# ---- block 1 ----
Figure 1. Nets reached from selected ports (block 1).
Scale: 1.5 px per um.
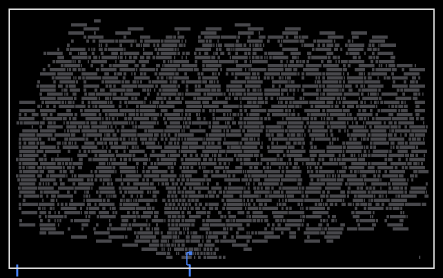

$ cat config.mk
export PLATFORM = sky130hd
export DESIGN_NAME = ahb_mem_slave_flat
export DESIGN_NICKNAME = d
export VERILOG_FILES = /design/src/rtl/ahb_mem_slave_if.sv /design/src/rtl/ahb_mem_slave.sv /design/src/flat_wrapper.sv
export SDC_FILE = /design/constraint.sdc
export NUM_CORES = 1
export LEC_CHECK = 0
export CAP_MARGIN = 40
export CORE_ASPECT_RATIO = 0.6
export CORE_MARGIN = 3
export CORE_UTILIZATION = 55
export CTS_BUF_LIST = sky130_fd_sc_hd__clkbuf_8
export DETAILED_ROUTE_END_ITERATION = 8
export DONT_BUFFER_PORTS = 1
export GPL_ROUTABILITY_DRIVEN = 0
export PLACE_DENSITY = 0.78
export SYNTH_ARGS = -nofsm -noshare
export SYNTH_HDL_FRONTEND = slang
export SYNTH_SLANG_ARGS = --single-unit
$ cat constraint.sdc
create_clock -name HCLK -period 4.3 [get_ports HCLK]
set_input_delay 1.075 -clock HCLK [delete_from_list [all_inputs] [get_ports HCLK]]
set_output_delay 1.075 -clock HCLK [all_outputs]
set_load 0.01 [all_outputs]
$ cat src/rtl/ahb_mem_slave_if.sv
// AHB-Lite bus bundle between a single master and the memory slave.
// Valid/ready rule: an address phase is taken only on an edge where HSEL=1, HTRANS[1]=1 and HREADY=1; a data phase ends on the first edge with HREADY=1.
interface ahb_mem_slave_if;
  logic        HSEL;
  logic [1:0]  HTRANS;
  logic        HWRITE;
  logic [31:0] HADDR;
  logic [2:0]  HBURST;
  logic [31:0] HWDATA;
  logic        HREADY;
  logic [1:0]  HRESP;
  logic [31:0] HRDATA;

  modport master (
    output HSEL, HTRANS, HWRITE, HADDR, HBURST, HWDATA,
    input  HREADY, HRESP, HRDATA
  );

  modport slave (
    input  HSEL, HTRANS, HWRITE, HADDR, HBURST, HWDATA,
    output HREADY, HRESP, HRDATA
  );
endinterface

$ cat src/rtl/ahb_mem_slave.sv
// AHB-Lite word memory slave with programmable wait states and a two-cycle ERROR response.
// The FSM state is exported on fsm_state (IDLE=0, WAIT=1, DONE=2, ERR1=3, ERR2=4).
module ahb_mem_slave #(
  parameter int DEPTH       = 16,
  parameter int WAIT_CYCLES = 1
) (
  input  logic           HCLK,
  input  logic           HRESET,
  ahb_mem_slave_if.slave bus,
  output logic [2:0]     fsm_state
);
  localparam int          IDX_W     = $clog2(DEPTH);
  localparam logic [31:0] LIMIT     = 32'(DEPTH * 4);
  localparam logic [2:0]  WAIT_LOAD = (WAIT_CYCLES > 0) ? 3'(WAIT_CYCLES - 1) : 3'd0;

  typedef enum logic [2:0] {
    S_IDLE = 3'd0,
    S_WAIT = 3'd1,
    S_DONE = 3'd2,
    S_ERR1 = 3'd3,
    S_ERR2 = 3'd4
  } state_t;

  state_t           state, state_next;
  logic [2:0]       wait_cnt;
  logic [IDX_W-1:0] addr_q;
  logic             write_q;
  logic [31:0]      mem [DEPTH];
  logic [31:0]      rdata_q;

  logic             accept;
  logic             legal;
  logic             write_done;
  logic             rd_load;
  logic [IDX_W-1:0] haddr_idx;
  logic [IDX_W-1:0] rd_idx;

  // Burst type and the NONSEQ/SEQ distinction do not influence the response.
  logic unused_ok;
  assign unused_ok = ^{bus.HBURST, bus.HTRANS[0]};

  assign accept     = bus.HSEL && bus.HTRANS[1] && bus.HREADY;
  assign legal      = (bus.HADDR[1:0] == 2'b00) && (bus.HADDR < LIMIT);
  assign haddr_idx  = bus.HADDR[IDX_W+1:2];
  assign write_done = (state == S_DONE) && write_q;

  always_ff @(posedge HCLK) begin
    if (HRESET) state <= S_IDLE;
    else        state <= state_next;
  end

  always_comb begin
    state_next = state;
    case (state)
      S_WAIT: if (wait_cnt == 3'd0) state_next = S_DONE;
      S_ERR1: state_next = S_ERR2;
      default: begin
        if (!accept)              state_next = S_IDLE;
        else if (!legal)          state_next = S_ERR1;
        else if (WAIT_CYCLES > 0) state_next = S_WAIT;
        else                      state_next = S_DONE;
      end
    endcase
  end

  always_comb begin
    bus.HREADY = 1'b1;
    bus.HRESP  = 2'b00;
    case (state)
      S_WAIT: bus.HREADY = 1'b0;
      S_ERR1: begin
        bus.HREADY = 1'b0;
        bus.HRESP  = 2'b01;
      end
      S_ERR2: bus.HRESP = 2'b01;
      default: ;
    endcase
  end

  always_ff @(posedge HCLK) begin
    if (HRESET) begin
      wait_cnt <= 3'd0;
      addr_q   <= '0;
      write_q  <= 1'b0;
    end else begin
      if (accept) begin
        addr_q  <= haddr_idx;
        write_q <= bus.HWRITE;
      end
      if (accept && legal)                     wait_cnt <= WAIT_LOAD;
      else if (state == S_WAIT && wait_cnt != 3'd0) wait_cnt <= wait_cnt - 3'd1;
    end
  end

  // DONE is entered either from WAIT (registered address) or straight from an accept (live address).
  assign rd_idx  = (state == S_WAIT) ? addr_q : haddr_idx;
  assign rd_load = (state_next == S_DONE) && !((state == S_WAIT) ? write_q : bus.HWRITE);

  always_ff @(posedge HCLK) begin
    if (HRESET) begin
      rdata_q <= 32'd0;
      for (int i = 0; i < DEPTH; i++) mem[i] <= 32'd0;
    end else begin
      if (write_done) mem[addr_q] <= bus.HWDATA;
      // A write retiring on the same edge must be visible to the read being loaded.
      if (rd_load) rdata_q <= (write_done && addr_q == rd_idx) ? bus.HWDATA : mem[rd_idx];
    end
  end

  assign bus.HRDATA = rdata_q;
  assign fsm_state  = state;
endmodule

$ cat src/flat_wrapper.sv
// flat-port wrapper written by rule: the top's interface ports become plain ports
module ahb_mem_slave_flat 
#(
  parameter int DEPTH       = 16,
  parameter int WAIT_CYCLES = 1
)
  (HCLK, HRESET, fsm_state, bus_HSEL, bus_HTRANS, bus_HWRITE, bus_HADDR, bus_HBURST, bus_HWDATA, bus_HREADY, bus_HRESP, bus_HRDATA);
  ahb_mem_slave_if bus_i ();
  input  logic HCLK;
  input  logic HRESET;
  output logic [2:0] fsm_state;
  input wire logic [$bits(bus_i.HSEL)-1:0] bus_HSEL;
  input wire logic [$bits(bus_i.HTRANS)-1:0] bus_HTRANS;
  input wire logic [$bits(bus_i.HWRITE)-1:0] bus_HWRITE;
  input wire logic [$bits(bus_i.HADDR)-1:0] bus_HADDR;
  input wire logic [$bits(bus_i.HBURST)-1:0] bus_HBURST;
  input wire logic [$bits(bus_i.HWDATA)-1:0] bus_HWDATA;
  output wire logic [$bits(bus_i.HREADY)-1:0] bus_HREADY;
  output wire logic [$bits(bus_i.HRESP)-1:0] bus_HRESP;
  output wire logic [$bits(bus_i.HRDATA)-1:0] bus_HRDATA;
  assign bus_i.HSEL = bus_HSEL;
  assign bus_i.HTRANS = bus_HTRANS;
  assign bus_i.HWRITE = bus_HWRITE;
  assign bus_i.HADDR = bus_HADDR;
  assign bus_i.HBURST = bus_HBURST;
  assign bus_i.HWDATA = bus_HWDATA;
  assign bus_HREADY = bus_i.HREADY;
  assign bus_HRESP = bus_i.HRESP;
  assign bus_HRDATA = bus_i.HRDATA;
  ahb_mem_slave #(.DEPTH(DEPTH), .WAIT_CYCLES(WAIT_CYCLES)) u_core (.HCLK(HCLK), .HRESET(HRESET), .bus(bus_i), .fsm_state(fsm_state));
endmodule
# ---- block 2 ----
==> src/rtl/sdr_src_arbiter.sv <==
// sdr_src_arbiter: merges NUM_SRC AXI-Stream sources into one frame-atomic TX stream.
// Optional macro SDR_ARB_STATS_EN adds per-source completed-frame counters on frame_cnt.
`timescale 1ns/1ps

module sdr_src_arbiter #(
  parameter int NUM_SRC    = 2,
  parameter int AXIS_BYTES = 8
) (
  input  logic                            clk,
  input  logic                            rst_n,
  input  logic                            arb_enable,
  input  logic                            arb_mode,
  input  logic [NUM_SRC-1:0]              src_mask,
  input  logic [NUM_SRC*AXIS_BYTES*8-1:0] s_axis_tdata,
  input  logic [NUM_SRC*AXIS_BYTES-1:0]   s_axis_tkeep,
  input  logic [NUM_SRC-1:0]              s_axis_tvalid,
  input  logic [NUM_SRC-1:0]              s_axis_tlast,
  output logic [NUM_SRC-1:0]              s_axis_tready,
  output logic [AXIS_BYTES*8-1:0]         m_axis_tdata,
  output logic [AXIS_BYTES-1:0]           m_axis_tkeep,
  output logic                            m_axis_tvalid,
  output logic                            m_axis_tlast,
  input  logic                            m_axis_tready,
  output logic [1:0]                      grant_id,
  output logic                            grant_active,
  output logic [NUM_SRC*32-1:0]           frame_cnt
);

  localparam int DW = AXIS_BYTES * 8;

  typedef enum logic {IDLE = 1'b0, XFER = 1'b1} state_t;

  state_t                state, state_nxt;
  logic [1:0]            last_grant, last_grant_nxt, grant_nxt;
  logic [NUM_SRC-1:0]    req;
  logic [DW-1:0]         sel_data;
  logic [AXIS_BYTES-1:0] sel_keep;
  logic                  sel_valid, sel_last;
  logic                  can_load, load;

  logic                  vld_p1;
  logic [DW-1:0]         data_p1;
  logic [AXIS_BYTES-1:0] keep_p1;
  logic                  last_p1;

  // Round-robin: winner is the requester at the smallest rotated distance past last.
  function automatic logic [1:0] pick_rr(input logic [NUM_SRC-1:0] r, input logic [1:0] last);
    int         best_d;
    int         d;
    logic [1:0] win;
    best_d = NUM_SRC;
    win    = 2'd0;
    for (int i = 0; i < NUM_SRC; i++) begin
      d = (i + 2 * NUM_SRC - int'(last) - 1) % NUM_SRC;
      if (r[i] && d < best_d) begin
        best_d = d;
        win    = 2'(i);
      end
    end
    return win;
  endfunction

  function automatic logic [1:0] pick_fixed(input logic [NUM_SRC-1:0] r);
    logic [1:0] win;
    win = 2'd0;
    for (int i = NUM_SRC - 1; i >= 0; i--) begin
      if (r[i]) win = 2'(i);
    end
    return win;
  endfunction

  assign req          = s_axis_tvalid & src_mask;
  assign can_load     = !vld_p1 || m_axis_tready;
  assign load         = (state == XFER) && sel_valid && can_load;
  assign grant_active = (state == XFER);

  always_comb begin
    sel_data  = '0;
    sel_keep  = '0;
    sel_valid = 1'b0;
    sel_last  = 1'b0;
    for (int i = 0; i < NUM_SRC; i++) begin
      if (grant_id == 2'(i)) begin
        sel_data  = s_axis_tdata[i*DW +: DW];
        sel_keep  = s_axis_tkeep[i*AXIS_BYTES +: AXIS_BYTES];
        sel_valid = s_axis_tvalid[i];
        sel_last  = s_axis_tlast[i];
      end
    end
  end

  // Mode, mask and enable are only consulted in IDLE, so a granted frame always finishes.
  always_comb begin
    state_nxt      = state;
    grant_nxt      = grant_id;
    last_grant_nxt = last_grant;
    s_axis_tready  = '0;
    case (state)
      IDLE: begin
        if (arb_enable && (|req)) begin
          state_nxt = XFER;
          grant_nxt = arb_mode ? pick_fixed(req) : pick_rr(req, last_grant);
        end
      end
      XFER: begin
        for (int i = 0; i < NUM_SRC; i++) begin
          if (grant_id == 2'(i)) s_axis_tready[i] = can_load;
        end
        if (load && sel_last) begin
          state_nxt      = IDLE;
          last_grant_nxt = grant_id;
        end
      end
      default: state_nxt = IDLE;
    endcase
  end

  always_ff @(posedge clk or negedge rst_n) begin
    if (!rst_n) begin
      state      <= IDLE;
      last_grant <= 2'(NUM_SRC - 1);
      grant_id   <= 2'd0;
    end else begin
      state      <= state_nxt;
      last_grant <= last_grant_nxt;
      grant_id   <= grant_nxt;
    end
  end

  // Stage p1: one-deep output register slice.
  always_ff @(posedge clk or negedge rst_n) begin
    if (!rst_n) begin
      vld_p1  <= 1'b0;
      data_p1 <= '0;
      keep_p1 <= '0;
      last_p1 <= 1'b0;
    end else if (load) begin
      vld_p1  <= 1'b1;
      data_p1 <= sel_data;
      keep_p1 <= sel_keep;
      last_p1 <= sel_last;
    end else if (m_axis_tready) begin
      vld_p1  <= 1'b0;
    end
  end

  assign m_axis_tvalid = vld_p1;
  assign m_axis_tdata  = data_p1;
  assign m_axis_tkeep  = keep_p1;
  assign m_axis_tlast  = last_p1;

`ifdef SDR_ARB_STATS_EN
  logic [1:0]           src_p1;
  logic [NUM_SRC*32-1:0] cnt_q;

  // Source tag rides alongside the slice so the counter credits the right source.
  always_ff @(posedge clk or negedge rst_n) begin
    if (!rst_n) begin
      src_p1 <= 2'd0;
    end else if (load) begin
      src_p1 <= grant_id;
    end
  end

  always_ff @(posedge clk or negedge rst_n) begin
    if (!rst_n) begin
      cnt_q <= '0;
    end else if (vld_p1 && m_axis_tready && last_p1) begin
      for (int i = 0; i < NUM_SRC; i++) begin
        if (src_p1 == 2'(i)) cnt_q[i*32 +: 32] <= cnt_q[i*32 +: 32] + 32'd1;
      end
    end
  end

  assign frame_cnt = cnt_q;
`else
  assign frame_cnt = '0;
`endif

endmodule

==> config.mk <==
export PLATFORM = sky130hd
export DESIGN_NAME = sdr_src_arbiter
export DESIGN_NICKNAME = d
export VERILOG_FILES = /design/src/rtl/sdr_src_arbiter.sv
export SDC_FILE = /design/constraint.sdc
export NUM_CORES = 1
export LEC_CHECK = 0
export CAP_MARGIN = 10
export CORE_ASPECT_RATIO = 0.75
export CORE_MARGIN = 5
export CORE_UTILIZATION = 39
export DETAILED_ROUTE_END_ITERATION = 7
export PLACE_DENSITY = 0.88
export SYNTH_ARGS = -nofsm -noshare
export SYNTH_HDL_FRONTEND = slang
export SYNTH_SLANG_ARGS = --single-unit
==> constraint.sdc <==
create_clock -name clk -period 3.4 [get_ports clk]
set_clock_uncertainty 0.1 [all_clocks]
set_input_delay 0.34 -clock clk [delete_from_list [all_inputs] [get_ports clk]]
set_output_delay 0.34 -clock clk [all_outputs]
set_load 0.01 [all_outputs]
# ---- block 3 ----
<file path="config.mk">
export PLATFORM = sky130hd
export DESIGN_NAME = dds_gen_mc
export DESIGN_NICKNAME = d
export VERILOG_FILES = /design/src/rtl/dds_pkg.sv /design/src/rtl/dds_sine_lut.sv /design/src/rtl/dds_gen_mc.sv
export SDC_FILE = /design/constraint.sdc
export NUM_CORES = 1
export LEC_CHECK = 0
export CORE_ASPECT_RATIO = 0.6
export CORE_MARGIN = 2
export CORE_UTILIZATION = 40
export CTS_CLUSTER_DIAMETER = 40
export CTS_CLUSTER_SIZE = 14
export DETAILED_ROUTE_END_ITERATION = 10
export GPL_ROUTABILITY_DRIVEN = 0
export SETUP_SLACK_MARGIN = 0.15
export SLEW_MARGIN = 20
export SYNTH_ARGS = -nofsm -noshare
export SYNTH_HDL_FRONTEND = slang
export SYNTH_HIERARCHICAL = 1
export SYNTH_SLANG_ARGS = --single-unit
export TNS_END_PERCENT = 10
</file>
<file path="constraint.sdc">
create_clock -name clk -period 5.25 [get_ports clk]
set_input_delay 0.7875 -clock clk [delete_from_list [all_inputs] [get_ports clk]]
set_output_delay 0.7875 -clock clk [all_outputs]
set_load 0.01 [all_outputs]
</file>
<file path="src/rtl/dds_pkg.sv">
// dds_pkg: shared definitions for the multi-channel DDS generator.
//   dds_mode_t  - 2-bit waveform selector
//   DDS_*       - waveform encodings (sine, square, triangle, sawtooth)
//   ch_width()  - width of a channel-select field for a given channel count
package dds_pkg;

  typedef logic [1:0] dds_mode_t;

  localparam dds_mode_t DDS_SINE   = 2'd0;
  localparam dds_mode_t DDS_SQUARE = 2'd1;
  localparam dds_mode_t DDS_TRI    = 2'd2;
  localparam dds_mode_t DDS_SAW    = 2'd3;

  // A single-channel build still needs a 1-bit select port.
  function automatic int ch_width(input int ch);
    return (ch > 1) ? $clog2(ch) : 1;
  endfunction

endpackage

</file>
<file path="src/rtl/dds_sine_lut.sv">
// dds_sine_lut: quarter-wave sine ROM with quadrant folding. Purely
// combinational; the parent registers the result.
//   phase  [A-1:0] in  : top A bits of the channel phase
//   sample [W-1:0] out : unsigned offset-binary sine sample
module dds_sine_lut #(
  parameter int A = 8,
  parameter int W = 10
) (
  input  logic [A-1:0] phase,
  output logic [W-1:0] sample
);

  localparam int DEPTH = 2 ** (A - 2);
  localparam logic [W-1:0] MID = {1'b1, {(W-1){1'b0}}};
  localparam real PI = 3.14159265358979323846;

  // Entry k samples the first quadrant at (k + 0.5) steps, so the mirrored
  // quadrants land exactly on the same table entries.
  function automatic logic [W-2:0] rom_entry(input int k);
    real amp;
    real ang;
    amp = real'((2 ** (W - 1)) - 1);
    ang = 2.0 * PI * (real'(k) + 0.5) / real'(DEPTH * 4);
    return (W-1)'($rtoi(amp * $sin(ang) + 0.5));
  endfunction

  logic [W-2:0] rom_s [DEPTH];

  for (genvar k = 0; k < DEPTH; k++) begin : g_rom
    assign rom_s[k] = rom_entry(k);
  end

  logic [1:0]   quad_s;
  logic [A-3:0] idx_s;
  logic [W-1:0] mag_s;

  // Quadrant folding: odd quadrants run the table backwards, the lower half
  // of the wave is the table reflected below midscale.
  always_comb begin
    quad_s = phase[A-1 -: 2];
    if (quad_s[0]) begin
      idx_s = ~phase[A-3:0];
    end else begin
      idx_s = phase[A-3:0];
    end
    mag_s = {1'b0, rom_s[idx_s]};
    if (quad_s[1]) begin
      sample = MID - mag_s;
    end else begin
      sample = MID + mag_s;
    end
  end

endmodule

</file>
<file path="src/rtl/dds_gen_mc.sv">
// dds_gen_mc: multi-channel, multi-waveform DDS generator with
// double-buffered configuration and a common commit/sync.
//   clk, rst          : clock, synchronous active-high reset
//   cfg_we/cfg_ch     : shadow write strobe and target channel
//   cfg_fw/cfg_phase  : frequency word / phase offset for the shadow
//   cfg_mode          : waveform for the shadow (sine/square/tri/saw)
//   commit            : copy all shadows to the active registers
//   sync              : zero all phase accumulators
//   q_out             : channel c sample at [c*W +: W]
//   q_valid           : pipeline holds samples from a defined phase
module dds_gen_mc
  import dds_pkg::*;
#(
  parameter int N  = 24,
  parameter int W  = 10,
  parameter int A  = 8,
  parameter int CH = 2
) (
  input  logic                    clk,
  input  logic                    rst,
  input  logic                    cfg_we,
  input  logic [ch_width(CH)-1:0] cfg_ch,
  input  logic [N-1:0]            cfg_fw,
  input  logic [N-1:0]            cfg_phase,
  input  logic [1:0]              cfg_mode,
  input  logic                    commit,
  input  logic                    sync,
  output logic [CH*W-1:0]         q_out,
  output logic                    q_valid
);

  // Only the top phase bits feed any waveform; keep enough for the sine
  // address and for the triangle (which needs W bits below the MSB).
  localparam int K = (A > W + 1) ? A : W + 1;
  localparam logic [W-1:0] MID = {1'b1, {(W-1){1'b0}}};

  logic [1:0] fill_cnt_r;
  logic       valid_r;

  // Refill tracker: counts edges since reset/sync until both pipeline
  // stages carry data derived from the restarted phase.
  always_ff @(posedge clk) begin
    if (rst || sync) begin
      fill_cnt_r <= 2'd0;
      valid_r    <= 1'b0;
    end else begin
      if (fill_cnt_r != 2'd2) begin
        fill_cnt_r <= fill_cnt_r + 2'd1;
      end else begin
        fill_cnt_r <= fill_cnt_r;
      end
      valid_r <= (fill_cnt_r != 2'd0);
    end
  end

  assign q_valid = valid_r;

  for (genvar c = 0; c < CH; c++) begin : g_ch
    logic [N-1:0] fw_sh_r;
    logic [N-1:0] ph_sh_r;
    dds_mode_t    mode_sh_r;
    logic [N-1:0] fw_act_r;
    logic [N-1:0] ph_act_r;
    dds_mode_t    mode_act_r;
    logic [N-1:0] acc_r;
    logic [K-1:0] p_r;
    dds_mode_t    mode_p_r;
    logic [W-1:0] q_r;
    logic [N-1:0] phase_s;
    logic [W-1:0] sine_s;
    logic [W-1:0] wave_s;
    logic         wr_hit_s;

    // Out-of-range channel numbers simply match no lane.
    assign wr_hit_s = cfg_we && (32'(cfg_ch) == 32'(c));
    assign phase_s  = acc_r + ph_act_r;

    // Shadow and active configuration; commit copies the pre-write shadow.
    always_ff @(posedge clk) begin
      if (rst) begin
        fw_sh_r    <= {N{1'b0}};
        ph_sh_r    <= {N{1'b0}};
        mode_sh_r  <= DDS_SINE;
        fw_act_r   <= {N{1'b0}};
        ph_act_r   <= {N{1'b0}};
        mode_act_r <= DDS_SINE;
      end else begin
        if (wr_hit_s) begin
          fw_sh_r   <= cfg_fw;
          ph_sh_r   <= cfg_phase;
          mode_sh_r <= cfg_mode;
        end else begin
          fw_sh_r   <= fw_sh_r;
          ph_sh_r   <= ph_sh_r;
          mode_sh_r <= mode_sh_r;
        end
        if (commit) begin
          fw_act_r   <= fw_sh_r;
          ph_act_r   <= ph_sh_r;
          mode_act_r <= mode_sh_r;
        end else begin
          fw_act_r   <= fw_act_r;
          ph_act_r   <= ph_act_r;
          mode_act_r <= mode_act_r;
        end
      end
    end

    // Phase accumulator; sync drops this cycle's increment.
    always_ff @(posedge clk) begin
      if (rst || sync) begin
        acc_r <= {N{1'b0}};
      end else begin
        acc_r <= acc_r + fw_act_r;
      end
    end

    // Stage 1: offset phase, with the mode travelling alongside it so a
    // committed mode and offset reach the output on the same edge.
    always_ff @(posedge clk) begin
      if (rst) begin
        p_r      <= {K{1'b0}};
        mode_p_r <= DDS_SINE;
      end else begin
        p_r      <= phase_s[N-1 -: K];
        mode_p_r <= mode_act_r;
      end
    end

    dds_sine_lut #(
      .A (A),
      .W (W)
    ) u_sine (
      .phase  (p_r[K-1 -: A]),
      .sample (sine_s)
    );

    // Waveform shaping from the stage-1 phase.
    always_comb begin
      wave_s = sine_s;
      case (mode_p_r)
        DDS_SINE:   wave_s = sine_s;
        DDS_SQUARE: wave_s = p_r[K-1] ? {W{1'b0}} : {W{1'b1}};
        DDS_TRI:    wave_s = p_r[K-1] ? ~p_r[K-2 -: W] : p_r[K-2 -: W];
        DDS_SAW:    wave_s = p_r[K-1 -: W];
        default:    wave_s = sine_s;
      endcase
    end

    // Stage 2: registered sample; reset parks the lane at midscale.
    always_ff @(posedge clk) begin
      if (rst) begin
        q_r <= MID;
      end else begin
        q_r <= wave_s;
      end
    end

    assign q_out[c*W +: W] = q_r;
  end

endmodule

</file>
# ---- block 4 ----
### src/rtl/map_tile_writer.sv
// map_tile_writer
//
// Write-side controller for the playfield tile map. After reset it streams
// the default level layout into the external tile RAM, then services hit
// requests. Each request is a pixel coordinate that is converted to a tile
// address. The tile is read, a brick is rewritten to background, and the
// outcome is reported on a one-cycle response strobe.
//
// Handshake: a request is taken at a rising edge where HitValid && HitReady.
// HitReady is high only in IDLE. HitX/HitY are sampled on that edge only.
// RespValid is a one-cycle strobe with no backpressure.
//
// Ports
//   Clk, Reset_n        clock, asynchronous active-low reset
//   HitValid/HitReady   request handshake
//   HitX, HitY          request pixel coordinate (10 bits each)
//   RespValid/RespCode  response: 00 EMPTY, 01 BRICK_DESTROYED, 10 BLOCKED,
//                       11 OUT_OF_BOUNDS
//   MapAddr             tile RAM address (row*COLS + col)
//   MapRe/MapWe         tile RAM read / write enables (never both high)
//   MapWrData           tile code written
//   MapRdData           tile RAM read data, valid the cycle after MapRe
//   InitDone            high once the layout load completes
//   DbgState            current FSM state, for checkers
//
// All outputs are registered, computed from the next state, so they drop to
// their reset values the moment Reset_n falls.

module map_tile_writer (
  input  logic       Clk,
  input  logic       Reset_n,
  input  logic       HitValid,
  input  logic [9:0] HitX,
  input  logic [9:0] HitY,
  output logic       HitReady,
  output logic       RespValid,
  output logic [1:0] RespCode,
  output logic [9:0] MapAddr,
  output logic       MapRe,
  output logic       MapWe,
  output logic [2:0] MapWrData,
  input  logic [2:0] MapRdData,
  output logic       InitDone,
  output logic [2:0] DbgState
);

  localparam int TILE_PX = 20;
  localparam int COLS    = 32;
  localparam int ROWS    = 24;

  // Counter value one past the last layout address. The write for address
  // COLS*ROWS-1 is presented while the counter holds this value's
  // predecessor, so leaving INIT here lets the final write complete before
  // InitDone and HitReady rise together.
  localparam logic [9:0] INIT_END = 10'(COLS * ROWS);
  localparam logic [9:0] X_LIMIT  = 10'(COLS * TILE_PX);
  localparam logic [9:0] Y_LIMIT  = 10'(ROWS * TILE_PX);

  typedef enum logic [2:0] {
    S_INIT  = 3'd0,
    S_IDLE  = 3'd1,
    S_READ  = 3'd2,
    S_CHECK = 3'd3,
    S_WRITE = 3'd4,
    S_RESP  = 3'd5
  } state_t;

  // Default level layout indexed by address = {row, col}.
  function automatic logic [2:0] layout_code(input logic [9:0] addr);
    logic [4:0] r;
    logic [4:0] c;
    r = addr[9:5];
    c = addr[4:0];
    if (r == 5'd0 || r == 5'd23 || c == 5'd0 || c == 5'd31)
      return 3'b011;
    if (r == 5'd5 && c >= 5'd5 && c <= 5'd10)
      return 3'b001;
    if (r == 5'd15 && c >= 5'd15 && c <= 5'd18)
      return 3'b001;
    if (r == 5'd20 && c >= 5'd20 && c <= 5'd23)
      return 3'b001;
    if (r == 5'd10 && c >= 5'd12 && c <= 5'd19)
      return 3'b010;
    return 3'b000;
  endfunction

  state_t     state_q, state_d;
  logic [9:0] cnt_q, cnt_d;
  logic [4:0] row_q, row_d;
  logic [4:0] col_q, col_d;
  logic       init_done_q, init_done_d;
  logic       hit_ready_q, hit_ready_d;
  logic       resp_valid_q, resp_valid_d;
  logic [1:0] resp_code_q, resp_code_d;
  logic [9:0] map_addr_q, map_addr_d;
  logic       map_re_q, map_re_d;
  logic       map_we_q, map_we_d;
  logic [2:0] map_wr_data_q, map_wr_data_d;

  logic [4:0] col_calc;
  logic [4:0] row_calc;
  logic       oob;

  always_comb begin
    state_d       = state_q;
    cnt_d         = cnt_q;
    row_d         = row_q;
    col_d         = col_q;
    init_done_d   = init_done_q;
    hit_ready_d   = 1'b0;
    resp_valid_d  = 1'b0;
    resp_code_d   = 2'b00;
    map_addr_d    = map_addr_q;
    map_re_d      = 1'b0;
    map_we_d      = 1'b0;
    map_wr_data_d = 3'b000;

    // floor(v/20) as (v*205)>>12: the error term stays below 0.032 for
    // v <= 639, smaller than the 1/20 gap to the next integer.
    col_calc = 5'((17'(HitX) * 17'd205) >> 12);
    row_calc = 5'((17'(HitY) * 17'd205) >> 12);
    oob      = (HitX >= X_LIMIT) || (HitY >= Y_LIMIT);

    case (state_q)
      S_INIT: begin
        if (cnt_q == INIT_END) begin
          state_d     = S_IDLE;
          init_done_d = 1'b1;
          hit_ready_d = 1'b1;
        end else begin
          map_we_d      = 1'b1;
          map_addr_d    = cnt_q;
          map_wr_data_d = layout_code(cnt_q);
          cnt_d         = cnt_q + 10'd1;
        end
      end
      S_IDLE: begin
        if (HitValid) begin
          if (oob) begin
            state_d      = S_RESP;
            resp_valid_d = 1'b1;
            resp_code_d  = 2'b11;
          end else begin
            row_d      = row_calc;
            col_d      = col_calc;
            state_d    = S_READ;
            map_re_d   = 1'b1;
            // COLS is 32, so row*COLS + col is the plain concatenation.
            map_addr_d = {row_calc, col_calc};
          end
        end else begin
          hit_ready_d = 1'b1;
        end
      end
      S_READ: begin
        state_d = S_CHECK;
      end
      S_CHECK: begin
        case (MapRdData)
          3'b001: begin
            state_d  = S_WRITE;
            map_we_d = 1'b1;
          end
          3'b011: begin
            state_d      = S_RESP;
            resp_valid_d = 1'b1;
            resp_code_d  = 2'b10;
          end
          default: begin
            // Background and grass both let the bullet through.
            state_d      = S_RESP;
            resp_valid_d = 1'b1;
            resp_code_d  = 2'b00;
          end
        endcase
      end
      S_WRITE: begin
        state_d      = S_RESP;
        resp_valid_d = 1'b1;
        resp_code_d  = 2'b01;
      end
      S_RESP: begin
        state_d     = S_IDLE;
        hit_ready_d = 1'b1;
      end
      default: begin
        state_d = S_INIT;
        cnt_d   = 10'd0;
      end
    endcase
  end

  always_ff @(posedge Clk or negedge Reset_n) begin
    if (!Reset_n) begin
      state_q       <= S_INIT;
      cnt_q         <= 10'd0;
      row_q         <= 5'd0;
      col_q         <= 5'd0;
      init_done_q   <= 1'b0;
      hit_ready_q   <= 1'b0;
      resp_valid_q  <= 1'b0;
      resp_code_q   <= 2'b00;
      map_addr_q    <= 10'd0;
      map_re_q      <= 1'b0;
      map_we_q      <= 1'b0;
      map_wr_data_q <= 3'b000;
    end else begin
      state_q       <= state_d;
      cnt_q         <= cnt_d;
      row_q         <= row_d;
      col_q         <= col_d;
      init_done_q   <= init_done_d;
      hit_ready_q   <= hit_ready_d;
      resp_valid_q  <= resp_valid_d;
      resp_code_q   <= resp_code_d;
      map_addr_q    <= map_addr_d;
      map_re_q      <= map_re_d;
      map_we_q      <= map_we_d;
      map_wr_data_q <= map_wr_data_d;
    end
  end

  assign HitReady  = hit_ready_q;
  assign RespValid = resp_valid_q;
  assign RespCode  = resp_code_q;
  assign MapAddr   = map_addr_q;
  assign MapRe     = map_re_q;
  assign MapWe     = map_we_q;
  assign MapWrData = map_wr_data_q;
  assign InitDone  = init_done_q;
  assign DbgState  = state_q;

endmodule

### config.mk
export PLATFORM = sky130hd
export DESIGN_NAME = map_tile_writer
export DESIGN_NICKNAME = d
export VERILOG_FILES = /design/src/rtl/map_tile_writer.sv
export SDC_FILE = /design/constraint.sdc
export NUM_CORES = 1
export LEC_CHECK = 0
export CAP_MARGIN = 10
export CORE_MARGIN = 4
export CORE_UTILIZATION = 38
export CTS_BUF_LIST = sky130_fd_sc_hd__clkbuf_4
export DETAILED_ROUTE_END_ITERATION = 7
export GPL_ROUTABILITY_DRIVEN = 0
export PLACE_DENSITY = 0.59
export SYNTH_ARGS = -nofsm -noshare
export SYNTH_HDL_FRONTEND = slang
export SYNTH_SLANG_ARGS = --single-unit
### constraint.sdc
create_clock -name Clk -period 2.21 [get_ports Clk]
set_input_delay 0.221 -clock Clk [delete_from_list [all_inputs] [get_ports Clk]]
set_output_delay 0.221 -clock Clk [all_outputs]
set_load 0.1 [all_outputs]
Figure 2. Met2 routing (block 4).
Scale: 4 px per um. Cells faint in the background.
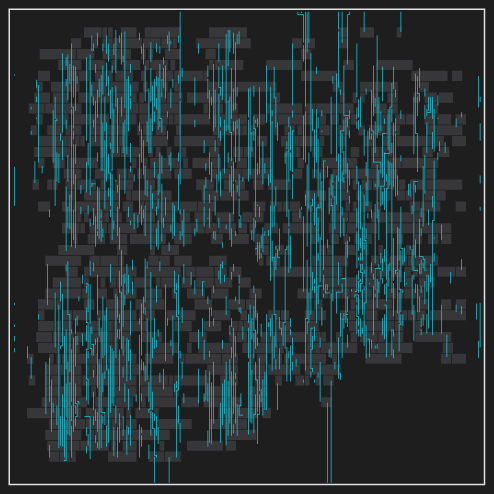
nets with wire on the layer: 683
wire length on this layer: 5820 um
main direction: vertical
DRT Wirelength: 11500 um
routed vias: 3987
GRT met2 Usage: 0.315

==> impl_metrics.py, block 4 <==
# Auto-generated metrics
metrics = {
    "clocking": {
        "htree_levels": 2,
        "cts_tree": "done",
    },
    "layout": {
        "syn2layout_area_growth_pct": 42.7,
        "clock_buffers": 6,
        "buf_share": 0.178,
        "clock_area_frac": 0.00794,
        "signal_buffers": 146,
    },
    "critical_path": {
        "critPathLaunchType": "input port",
        "end_kind": "flip-flop",
        "path_delay_family": "adder cells",
        "path_cells": "buf_6 > buf_12 > ha_4 > inv_2 > fa_1 > inv_1 > fa_1 > inv_1 > fa_1 > inv_2 > ha_4 > nand4_1 > o221ai_2 > nand4_1 > mux2i_1 > a31oi_1",
        "crit_cells": 16,
        "cp_data_arrival_time_ns": 3.45,
        "startpoint": "HitX[3]",
    },
    "final_timing": {
        "setup_slack_ns": -1.02,
        "setup_viol": 10,
        "hold_viol": 0,
    },
    "synthesis": {
        "ys_cells": 522,
        "mux_share": 0.00432,
        "synth.top_cell.area_share": 0.286,
    },
    "status": {
        "status": "complete, but fails checks",
        "failed_checks": "negative setup slack",
    },
    "pwr": {
        "cellLeakagePower_nw": 3.36,
    },
    "job": {
        "warnings": 44,
    },
}
block 4: power by group through the flow:
stage	clock network (W)	registers, W	logic [W]
after global placement	0	0.000597	0.00261
final	0.000333	0.000585	0.00330
after floorplan	0	0.000597	0.00184
after detailed placement	0	0.000597	0.00268
after CTS	0.000343	0.000585	0.00308
after global routing	0.000368	0.000585	0.00371
block 4: per-stage QoR:
stage | setup TNS, ns | utilization | hold slack (ns) | instances | setup slack, ns
6_report | -9.77 | 0.553 | 0.277 | 810 | -1.02
5_1_grt | -11.11 | 0.553 | 0.305 | 810 | -1.16
4_1_cts | -9.97 | 0.543 | 0.284 | 807 | -1.08
3_5_place_dp | -19.45 | 0.513 | 0.463 | 789 | -1.88
3_3_place_gp | -18.44 | 0.513 | 0.454 | 789 | -1.80
2_1_floorplan | -9.64 | - | -0.0746 | 522 | -1.05
block 4: state kept, by name, indices dropped and copies added, names as in the netlist:
name	flops
DbgState	3
HitReady	1
InitDone	1
MapAddr	10
MapRe	1
MapWe	1
MapWrData	2
RespCode	2
RespValid	1
cnt_q	10
block 4: metal layers:
metal,share of wire,wire length (um)
met5,0,0
met4,0.017,191
met3,0.027,310
met2,0.51,5820
met1,0.45,5150
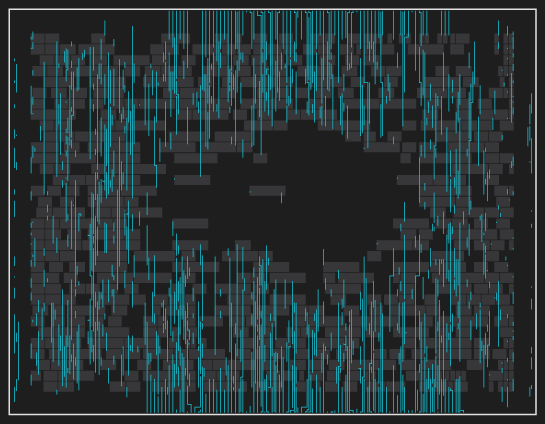
Figure 3: block 2, met2 routing.
Scale: 4 px per um. Cells faint in the background.
wire length on this layer: 5890 um
nets with wire on the layer: 653
GRT met2 Usage: 0.301
DRT Wirelength: 11600 um

==> impl_metrics.py, block 2 <==
# Auto-generated metrics
metrics = {
    "status": {
        "status": "finished clean",
    },
    "synthesis": {
        "ys_top_logic_family": "multiplexers",
        "ys_cells": 323,
        "syn_avg_cell_area_um2": 13.3,
        "mux_share": 0.383,
        "syn_area_mm2": 0.00430,
    },
    "pwr": {
        "powerDensity_mw_per_mm2": 801,
        "cellLeakagePower_nw": 2.82,
        "pwr-share-clk": 0.187,
        "comb_power_w": 0.00276,
        "clock_net_power_w": 0.00102,
        "top_power_group": "combinational cells",
    },
    "floorplanning": {
        "top_level_ports": 298,
        "coreArea_mm2": 0.0109,
        "die_w_um": 131,
    },
    "layout": {
        "diodes": 0,
    },
    "critical_path": {
        "cpPeakStageDelay_ns": 0.69,
        "critical_path_buf_inv_count": 2,
        "worstSetupPathType": "flip-flop to output pin",
        "cp_data_arrival_time_ns": 2.27,
    },
    "global_route": {
        "antenna_found_initial": 0,
        "overflow": 0,
        "grt_pass1_vias": 3502,
    },
    "final_timing": {
        "grt_setup_unrepaired": "false",
        "setup_viol": 0,
        "holdWs_ns": 0.0420,
        "max_freq_mhz": 369,
        "final_period_minus_worst_setup_slack_ns": 2.71,
    },
    "placed_design": {
        "place_area_mm2": 0.00647,
        "port_buffers": 232,
    },
    "route": {
        "dr_total_vias": 3170,
        "ant_nets": 0,
    },
    "min_path": {
        "hold_path.class": "input port to async pin",
    },
    "clocking": {
        "htree_levels": 3,
    },
}
block 2: per-layer routing:
metal / part of all wire / routed length, um / GRT usage / vias to the layer above
met5: 0 / 0 / 0 / -
met4: 0.018 / 208 / 0.0514 / 0
met3: 0.11 / 1300 / 0.0828 / 18
met2: 0.51 / 5890 / 0.301 / 160
met1: 0.36 / 4200 / 0.187 / 1529
li1: - / - / - / 1463
block 2: area by class of cell:
type / count / area (um2)
clock buffer: 9 / 225
timing repair buffer: 234 / 2350
sequential: 77 / 1930
clock inverter: 7 / 97.6
tap: 140 / 175
multi-input combinational: 228 / 2020
fill: 823 / 4060
block 2: state kept, by name (all words and copies together) (netlist names):
register,cells
last_grant,1
grant_active,1
m_axis_tvalid,1
m_axis_tkeep,8
m_axis_tlast,1
m_axis_tdata,64
grant_id,1
block 2: cell usage in the layout, fill, tap and decap left out, types with 2 or more instances in the layout:
master           count
buf_4                2
clkbuf_16            9
mux2_2              93
dfrtp_1             75
clkdlybuf4s50_1    231
mux2_1              52
bufinv_16            2
clkinvlp_4           2
conb_1              65
and3_1               2
nand2_1              2
block 2: cells in the mapped netlist (all sizes together), types with 2 or more instances:
cell type and n:
mux2 146, buf 78, dfrtp 76, clkbuf 4, and3 2, nand2 2
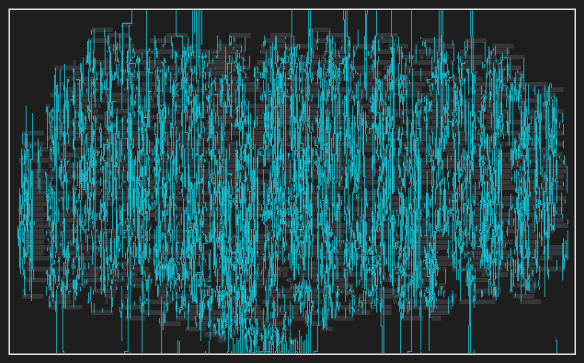
Figure 4: block 1, met2 routing.
Scale: 2 px per um. Cells faint in the background.
main direction: vertical
longest straight run: 86.7 um
DRT Wirelength: 69500 um
routed vias: 16761
GRT met2 Usage: 0.449

Notes on Figure 1 above:
| port | color | bits | direction | end cells | buffers | wire |
|---|---|---|---|---|---|---|
| bus_HTRANS | blue | 2 | input | 1 | 0 | 12.9 um |
IO buf count: 0
boundary pin count: 111

==> impl_metrics.py, block 1 <==
# Auto-generated metrics
metrics = {
    "synthesis": {
        "synth.top_cell.area_share": 0.611,
        "xor_area_frac": 0.000348,
        "synthAdderAreaFrac": 0.000994,
        "simple_gate_share": 0.200,
        "ys_top_logic_family": "simple AND/OR/NAND/NOR gates",
    },
    "global_route": {
        "grt_max_degree": 84,
        "grt_pass1_wl_um": 103000,
        "grt_use_met3": 0.0914,
    },
    "final_timing": {
        "hold_viol": 0,
        "max_freq_mhz": 264,
        "clock_skew_ns": 0.0208,
    },
    "layout": {
        "final_nets": 2121,
        "syn2layout_area_growth_pct": 9.60,
        "largest_reg_flops": 512,
        "layout-drive-gt1-share": 0.104,
    },
    "route": {
        "vias_per_cell": 6.20,
        "routedWlPerCell_um": 25.7,
        "ant_nets": 0,
        "drt-met1-wl_um": 27200,
        "wl_met2_um": 31100,
    },
    "floorplanning": {
        "initial_utilization": 0.559,
        "rows": 60,
        "die_w_um": 282,
        "coreArea_mm2": 0.0450,
    },
    "pwr": {
        "p_seq_frac": 0.554,
        "finalPower_w": 0.0111,
        "switching_share": 0.239,
        "p_int_w": 0.00841,
    },
    "job": {
        "maxCapViolCount": 0,
    },
    "min_path": {
        "min_path_cells": 1,
        "hold_path_end": "u_core.fsm_state[0]$_SDFF_PP0_",
    },
    "critical_path": {
        "critPathLaunchType": "flip-flop",
        "critical_path_buf_inv_count": 2,
        "cp_data_arrival_time_ns": 4.38,
    },
    "status": {
        "status": "finished clean",
    },
    "clocking": {
        "cts_tree": "done",
        "cts_max_path_buffers": 3,
        "clk_pin_slew_ns": 0.07,
    },
    "placed_design": {
        "hpwl_um": 37800,
    },
}
-- block 1: area by class of cell --
class,count,area [um2]
clock inverter,54,272
timing repair buffer,73,798
tap,589,737
inverter,8,30.0
antenna,1,2.50
multi-input combinational,1329,8240
sequential,555,16200
fill,3400,17400
clock buffer,93,1280
-- block 1: metrics by stage --
step	utilization	cells	hold WS [ns]	instance area, um2	worst slack, ns
5_1_grt	0.613	2701	0.474	27600	0.316
3_3_place_gp	0.578	2553	0.479	26000	0.707
2_1_floorplan	-	2074	0.471	25200	1.18
6_report	0.613	2702	0.490	27600	0.507
4_1_cts	0.613	2701	0.465	27600	0.618
3_5_place_dp	0.578	2554	0.503	26000	0.644
-- block 1: Yosys cell counts, drive strengths merged (12+ instances only) --
| cell type | number |
|---|---|
| o22ai | 28 |
| dfxtp | 43 |
| a22o | 84 |
| nor2 | 26 |
| mux2i | 71 |
| a21oi | 121 |
| a211o | 28 |
| buf | 52 |
| and3 | 57 |
| edfxtp | 512 |
| or2 | 18 |
| nand3 | 12 |
| clkbuf | 130 |
| a2111oi | 28 |
| and2 | 512 |
| nand2 | 265 |
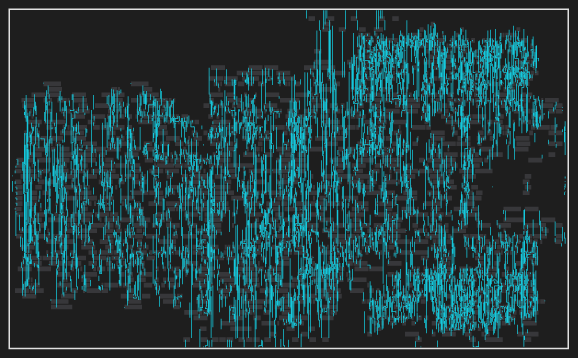
Figure 5: block 3, met2 routing.
Scale: 2 px per um. Cells faint in the background.
main direction: vertical
longest straight run: 61.5 um
share of all routed wire: 39%
nets with wire on the layer: 1935
routed vias: 16338
DRT Wirelength: 51600 um
GRT met2 Usage: 0.291

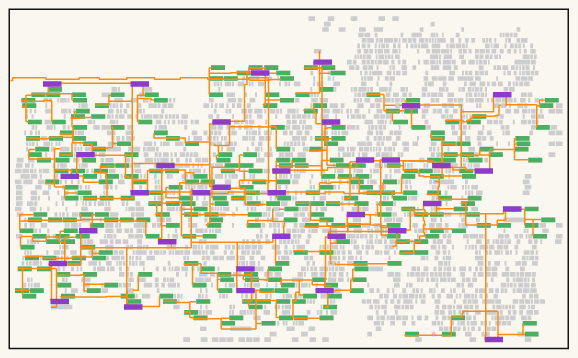
Figure 6: block 3, clock network drawn from the DEF.
Scale: 2 px per um.
[flip-flops] green | count: 297
[clock-net drivers] purple | count: 35
[clock wires] orange | length: 4220 um
routed clock nets: 36
clk ins delay skew pair: 0.53 ns
Clock Power: 0.00255 W

==> impl_metrics.py, block 3 <==
# Auto-generated metrics
metrics = {
    "critical_path": {
        "startpoint": "g_ch[1].p_r[3]$_SDFF_PP0_",
        "crit_path_max_fanout": 19,
        "worstSetupPathType": "flip-flop to flip-flop",
    },
    "synthesis": {
        "syn_area_mm2": 0.0181,
        "synthAdderAreaFrac": 0.0740,
        "mux_share": 0.0651,
        "synth.top_cell.area_share": 0.328,
    },
    "pwr": {
        "powerDensity_mw_per_mm2": 273,
        "ir_drop_mv": 0.183,
    },
    "final_timing": {
        "hold_viol": 0,
        "period_used_share": 0.816,
    },
    "clocking": {
        "cts.sinks": 297,
    },
    "min_path": {
        "min_from": "g_ch[0].ph_sh_r[18]$_SDFFE_PP0P_",
        "hold_path_end": "g_ch[0].ph_sh_r[18]$_SDFFE_PP0P_",
    },
    "global_route": {
        "grt_max_degree": 104,
    },
    "status": {
        "status": "finished clean",
    },
}
[block 3: report_power, final]
group / switching, W / internal, W / leakage (nW)
registers: 0.0000568 / 0.00233 / 2.41
logic: 0.000340 / 0.000237 / 5.01
clock network: 0.00102 / 0.00153 / 0.580
total: 0.00142 / 0.00410 / 8.00
[block 3: area by class of cell]
| cell class | instances | area [um2] | area share |
|---|---|---|---|
| repair buffers | 100 | 958 | 0.0474 |
| multi-input cells | 1773 | 11200 | 0.555 |
| clock inverters | 17 | 264 | 0.0131 |
| clock buffers | 39 | 921 | 0.0455 |
| inverters | 44 | 165 | 0.00816 |
| well taps | 589 | 737 | 0.0364 |
| flip-flops and latches | 297 | 5950 | 0.294 |
[block 3: routing by layer]
metal  up-vias  GRT usage  wire length (um)
met5         -          0                 0
met4         0     0.0423               804
met3        68     0.0375              3910
met2       610      0.291             20100
met1      7613      0.344             26800
li1       8047          -                 -
[block 3: metrics by stage]
step	hold slack [ns]	area, um2
2_1_floorplan	0.436	18100
3_3_place_gp	0.441	19000
3_5_place_dp	0.446	19000
4_1_cts	0.455	20200
5_1_grt	0.469	20200
6_report	0.451	20200

==> gallery <==
Nets reached from selected ports.
shot_01.png
Scale: 2 px per um.
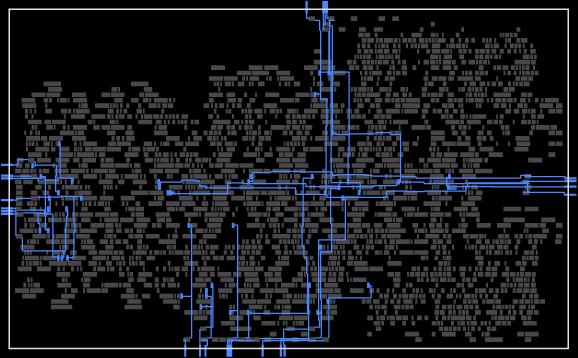
shot_02.png
Scale: 3 px per um.
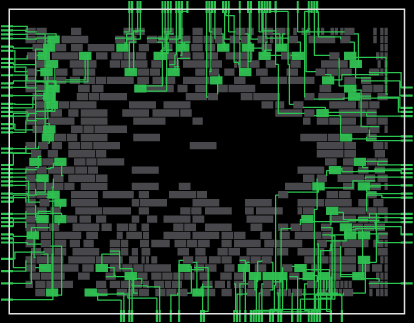
shot_03.png
Scale: 3 px per um.
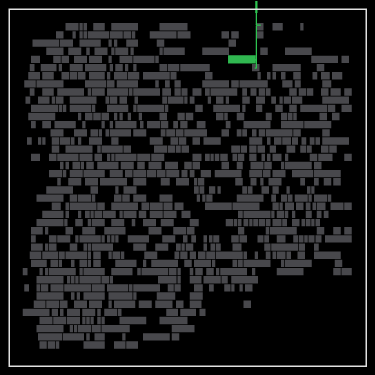
- most cells: shot_01.png
| picture | from |
|---|---|
| shot_03.png | block 4 |
| shot_01.png | block 3 |
| shot_02.png | block 2 |

Key to shot_01.png:
| port | color | bits | direction | end cells | buffers | wire |
|---|---|---|---|---|---|---|
| cfg_phase | blue | 24 | input | 48 | 24 | 2180 um |


# ---- block 5 ----
Figure 7. Met2 routing (block 5).
Scale: 6 px per um. Cells faint in the background.
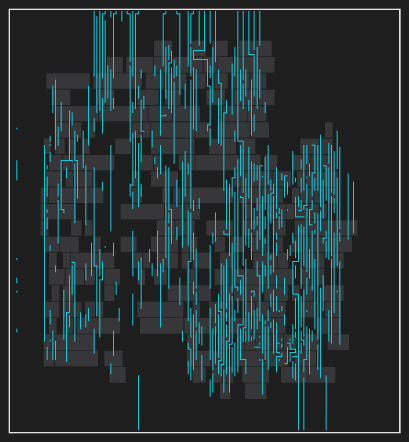
Figure 8. Cells colored by class (block 5).
Scale: 6 px per um. Fill, decap, tap and diode cells in gray.
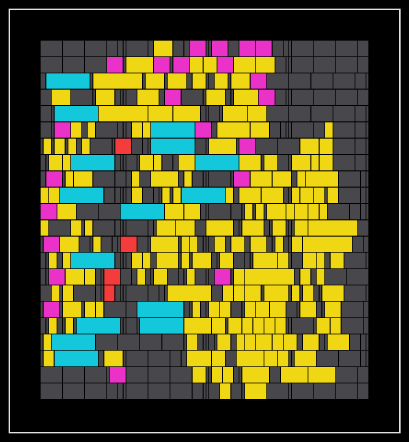
Figure 9. Clock routing (block 5).
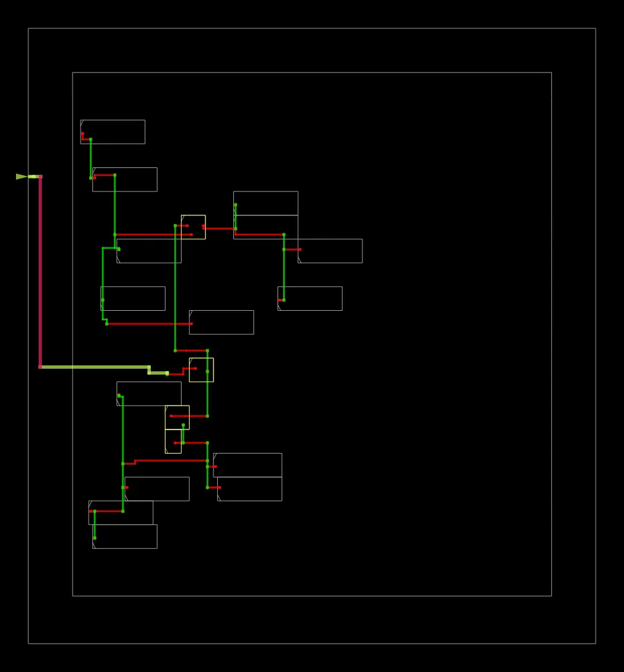
--- src/rtl/my_dispatch_pkg.sv ---
// Shared constants, state type and round-robin lane scan for the 8-way dispatcher.
package my_dispatch_pkg;

  localparam int NUM_LANES = 8;
  localparam int SEL_W     = 3;

  typedef enum logic {
    EMPTY = 1'b0,
    HOLD  = 1'b1
  } state_e;

  // Rotate the mask so ptr lands on bit 0, take the lowest set bit, then rotate back.
  function automatic logic [SEL_W-1:0] next_lane(input logic [SEL_W-1:0] ptr,
                                                  input logic [NUM_LANES-1:0] mask);
    logic [2*NUM_LANES-1:0] dbl;
    logic [NUM_LANES-1:0]   rot;
    logic [SEL_W-1:0]       off;
    dbl = {mask, mask} >> ptr;
    rot = dbl[NUM_LANES-1:0];
    off = '0;
    for (int j = NUM_LANES - 1; j >= 0; j--) begin
      if (rot[j]) off = SEL_W'(j);
    end
    return ptr + off;
  endfunction

endpackage

--- src/rtl/my_dmux8way.sv ---
// 1-to-8 demultiplexer: drives in_i onto the output bit chosen by sel_i.
module my_dmux8way (
  input  logic       in_i,
  input  logic [2:0] sel_i,
  output logic [7:0] out_o
);

  for (genvar gi = 0; gi < 8; gi++) begin : g_lane
    localparam logic [2:0] IDX = gi;
    assign out_o[gi] = in_i && (sel_i == IDX);
  end

endmodule

--- src/rtl/my_dispatch8way.sv ---
// Single-word buffer dispatching upstream words to 8 lanes in round-robin order.
// Define MY_DISPATCH_SKIP_BUSY_EN to also skip lanes whose sink is not ready.
module my_dispatch8way
  import my_dispatch_pkg::*;
#(
  parameter int W = 8
) (
  input  logic                 clk,
  input  logic                 reset,
  input  logic                 in_valid,
  output logic                 in_ready,
  input  logic [W-1:0]         in_data,
  input  logic [NUM_LANES-1:0] lane_en,
  output logic [NUM_LANES-1:0] out_valid,
  input  logic [NUM_LANES-1:0] out_ready,
  output logic [W-1:0]         out_data,
  output logic [SEL_W-1:0]     out_sel
);

  state_e               state_q;
  logic [W-1:0]         buf_data_q;
  logic [SEL_W-1:0]     buf_sel_q;
  logic [SEL_W-1:0]     ptr_q;
  logic [SEL_W-1:0]     sel_d;
  logic [NUM_LANES-1:0] sel_mask;
  logic [NUM_LANES-1:0] dmux_out;
  logic                 accept;
  logic                 drain;

  assign drain    = (state_q == HOLD) && out_ready[buf_sel_q];
  assign in_ready = !reset && (|lane_en) && ((state_q == EMPTY) || out_ready[buf_sel_q]);
  assign accept   = in_valid && in_ready;

`ifdef MY_DISPATCH_SKIP_BUSY_EN
  logic [NUM_LANES-1:0] ready_mask;
  assign ready_mask = lane_en & out_ready;
  assign sel_mask   = (|ready_mask) ? ready_mask : lane_en;
`else
  assign sel_mask = lane_en;
`endif

  assign sel_d = next_lane(ptr_q, sel_mask);

  always_ff @(posedge clk) begin
    if (reset) begin
      state_q    <= EMPTY;
      buf_data_q <= '0;
      buf_sel_q  <= '0;
      ptr_q      <= '0;
    end else begin
      case (state_q)
        EMPTY: begin
          if (accept) begin
            state_q    <= HOLD;
            buf_data_q <= in_data;
            buf_sel_q  <= sel_d;
            ptr_q      <= sel_d + SEL_W'(1);
          end
        end
        HOLD: begin
          // Drain and refill in the same cycle keeps one word per cycle flowing.
          if (accept) begin
            buf_data_q <= in_data;
            buf_sel_q  <= sel_d;
            ptr_q      <= sel_d + SEL_W'(1);
          end else if (drain) begin
            state_q <= EMPTY;
          end
        end
        default: state_q <= EMPTY;
      endcase
    end
  end

  my_dmux8way u_dmux (
    .in_i  (state_q == HOLD),
    .sel_i (buf_sel_q),
    .out_o (dmux_out)
  );

  assign out_valid = reset ? '0 : dmux_out;
  assign out_data  = reset ? '0 : buf_data_q;
  assign out_sel   = (reset || (state_q == EMPTY)) ? '0 : buf_sel_q;

endmodule

--- config.mk ---
export PLATFORM = sky130hd
export DESIGN_NAME = my_dispatch8way
export DESIGN_NICKNAME = d
export VERILOG_FILES = /design/src/rtl/my_dispatch_pkg.sv /design/src/rtl/my_dmux8way.sv /design/src/rtl/my_dispatch8way.sv
export SDC_FILE = /design/constraint.sdc
export NUM_CORES = 1
export LEC_CHECK = 0
export CORE_ASPECT_RATIO = 1.1
export CORE_MARGIN = 5
export CORE_UTILIZATION = 50
export DETAILED_ROUTE_END_ITERATION = 6
export DONT_BUFFER_PORTS = 1
export PLACE_DENSITY = 0.67
export SLEW_MARGIN = 0
export SYNTH_ARGS = -nofsm -noshare
export SYNTH_HDL_FRONTEND = slang
export SYNTH_HIERARCHICAL = 1
export SYNTH_SLANG_ARGS = --single-unit
--- constraint.sdc ---
create_clock -name clk -period 3.81 [get_ports clk]
set_input_delay 0.9525 -clock clk [delete_from_list [all_inputs] [get_ports clk]]
set_output_delay 0.9525 -clock clk [all_outputs]
set_load 0.1 [all_outputs]
==> impl_metrics.py <==
# Auto-generated metrics
metrics = {
    "status": {
        "status": "finished clean",
    },
    "synthesis": {
        "most_common_cell": "nand2_1",
        "synth.top_cell.area_share": 0.182,
        "mux_share": 0.118,
        "ys_cells": 214,
        "synth_warnings": 6,
        "synth_flops": 15,
    },
    "critical_path": {
        "crit_path_max_fanout": 10,
        "cp-endpoint": "ptr_q[2]$_SDFFE_PP0P_",
        "worstReg2RegStart": "ptr_q[2]$_SDFFE_PP0P_",
        "crit_cells": 16,
        "rr_worst_depth": 14,
        "cpPeakStageDelay_ns": 0.51,
    },
    "job": {
        "warnings": 27,
    },
    "route": {
        "dr.pass1.iters": 4,
        "drt-met1-wl_um": 1650,
        "first_iter_violations": 113,
        "top_layer_used": "met4",
    },
    "global_route": {
        "grt_pass1_vias": 1481,
        "antenna_found_initial": 0,
    },
    "placed_design": {
        "hpwl_um": 2980,
        "placed_cells": 250,
        "dp_slack_ns": -0.186,
    },
    "pwr": {
        "comb_power_w": 0.000422,
    },
    "clocking": {
        "clock_latency_ns": 0.28,
        "clk_pin_slew_ns": 0.08,
    },
    "final_timing": {
        "tns_ns": 0,
        "grt_setup_unrepaired": "false",
        "slew_headroom": 0.316,
        "tightest_slew_ns": 1.03,
    },
    "floorplanning": {
        "top_level_ports": 47,
    },
}
## Picture notes: Figure 7
longest straight run: 32.6 um
wire length on this layer: 2110 um
main direction: vertical
share of all routed wire: 53%
nets with wire on the layer: 216
DRT Wirelength: 4000 um
routed vias: 1599
GRT met2 Usage: 0.311

## Picture notes: Figure 8
| class | color | cells |
|---|---|---|
| remaining buffers and delay cells | magenta | 22 |
| remaining logic cells | yellow | 178 |
| registers | cyan | 15 |
| clock drivers and dummy loads | red | 4 |
post-route cell area: 0.00182 mm2
post-layout util: 0.557
placement row count: 22
Seq/total area: 0.165

## Picture notes: Figure 9
TritonCTS Buffers: 3
Clock Power: 0.0000881 W
skew final: 0.00923 ns

[cell type report]
cell class                 instances  area (um2)
clock inverter                     1        5.00
sequential                        15         302
clock buffer                       3        22.5
fill                             333        1450
multi-input combinational        170        1250
tap                               36        45.0
inverter                           8        30.0
timing repair buffer              22         165
[cells in the final DEF, fill, tap and decap left out, drive strengths merged, types with 2 or more instances in the layout]
master   synthesis  final
nand2           30     30
buf              9     22
nor3            21     21
nor2b           21     21
dfxtp           15     15
a21oi           14     14
nor4             9      9
inv              8      8
nor3b            8      8
mux2i            6      6
o21ai            6      6
nor2             6      6
and2             6      6
mux4             5      5
nand2b           4      4
a211oi           4      4
xnor2            3      3
clkbuf          12      3
and4b            3      3
and4bb           3      3
a2111oi          3      3
mux2             2      2
ha               2      2
o211ai           2      2
or4              2      2
[state kept, by name (all words and copies together) (netlist names)]
| name | flops |
|---|---|
| state_q | 1 |
| buf_sel_q | 3 |
| buf_data_q | 8 |
| ptr_q | 3 |
[what timing repair did]
item,4_1_cts,5_1_grt
endpoints found under the setup margin,1,1
setup buffers,0,1
endpoints found under the hold margin,0,0
hold buffers,0,0
gates resized,1,2
gates cloned,0,0
pin swaps,0,0


==> gallery <==
Cells colored by class.
(a)
Scale: 2 px per um. Fill, decap, tap and diode cells in gray.
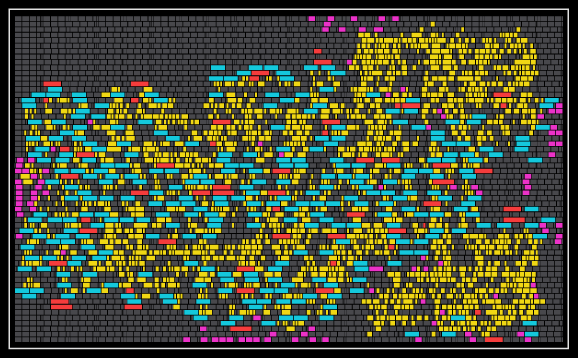
(b)
Scale: 3 px per um. Fill, decap, tap and diode cells in gray.
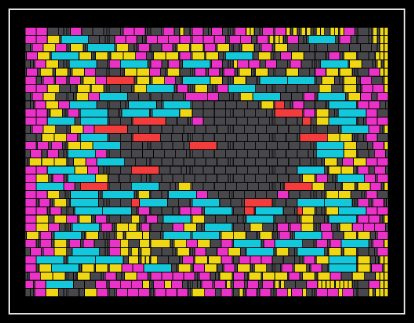
(c)
Scale: 1.5 px per um. Fill, decap, tap and diode cells in gray.
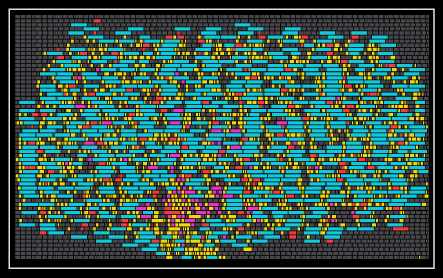
(d)
Scale: 3 px per um. Fill, decap, tap and diode cells in gray.
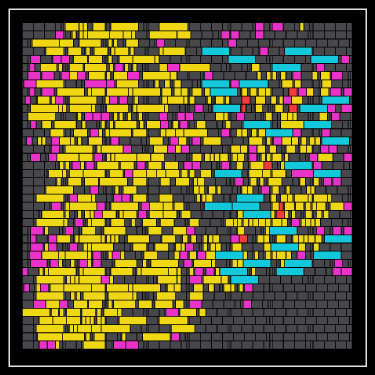
- block 4 = (d)
- block 2 = (b)
- block 1 = (c)
- block 3 = (a)
The one with the fewest sequential cells is (d).
The one with the most sequential cells is (c).

Power is estimated from default activity; no workload was simulated.
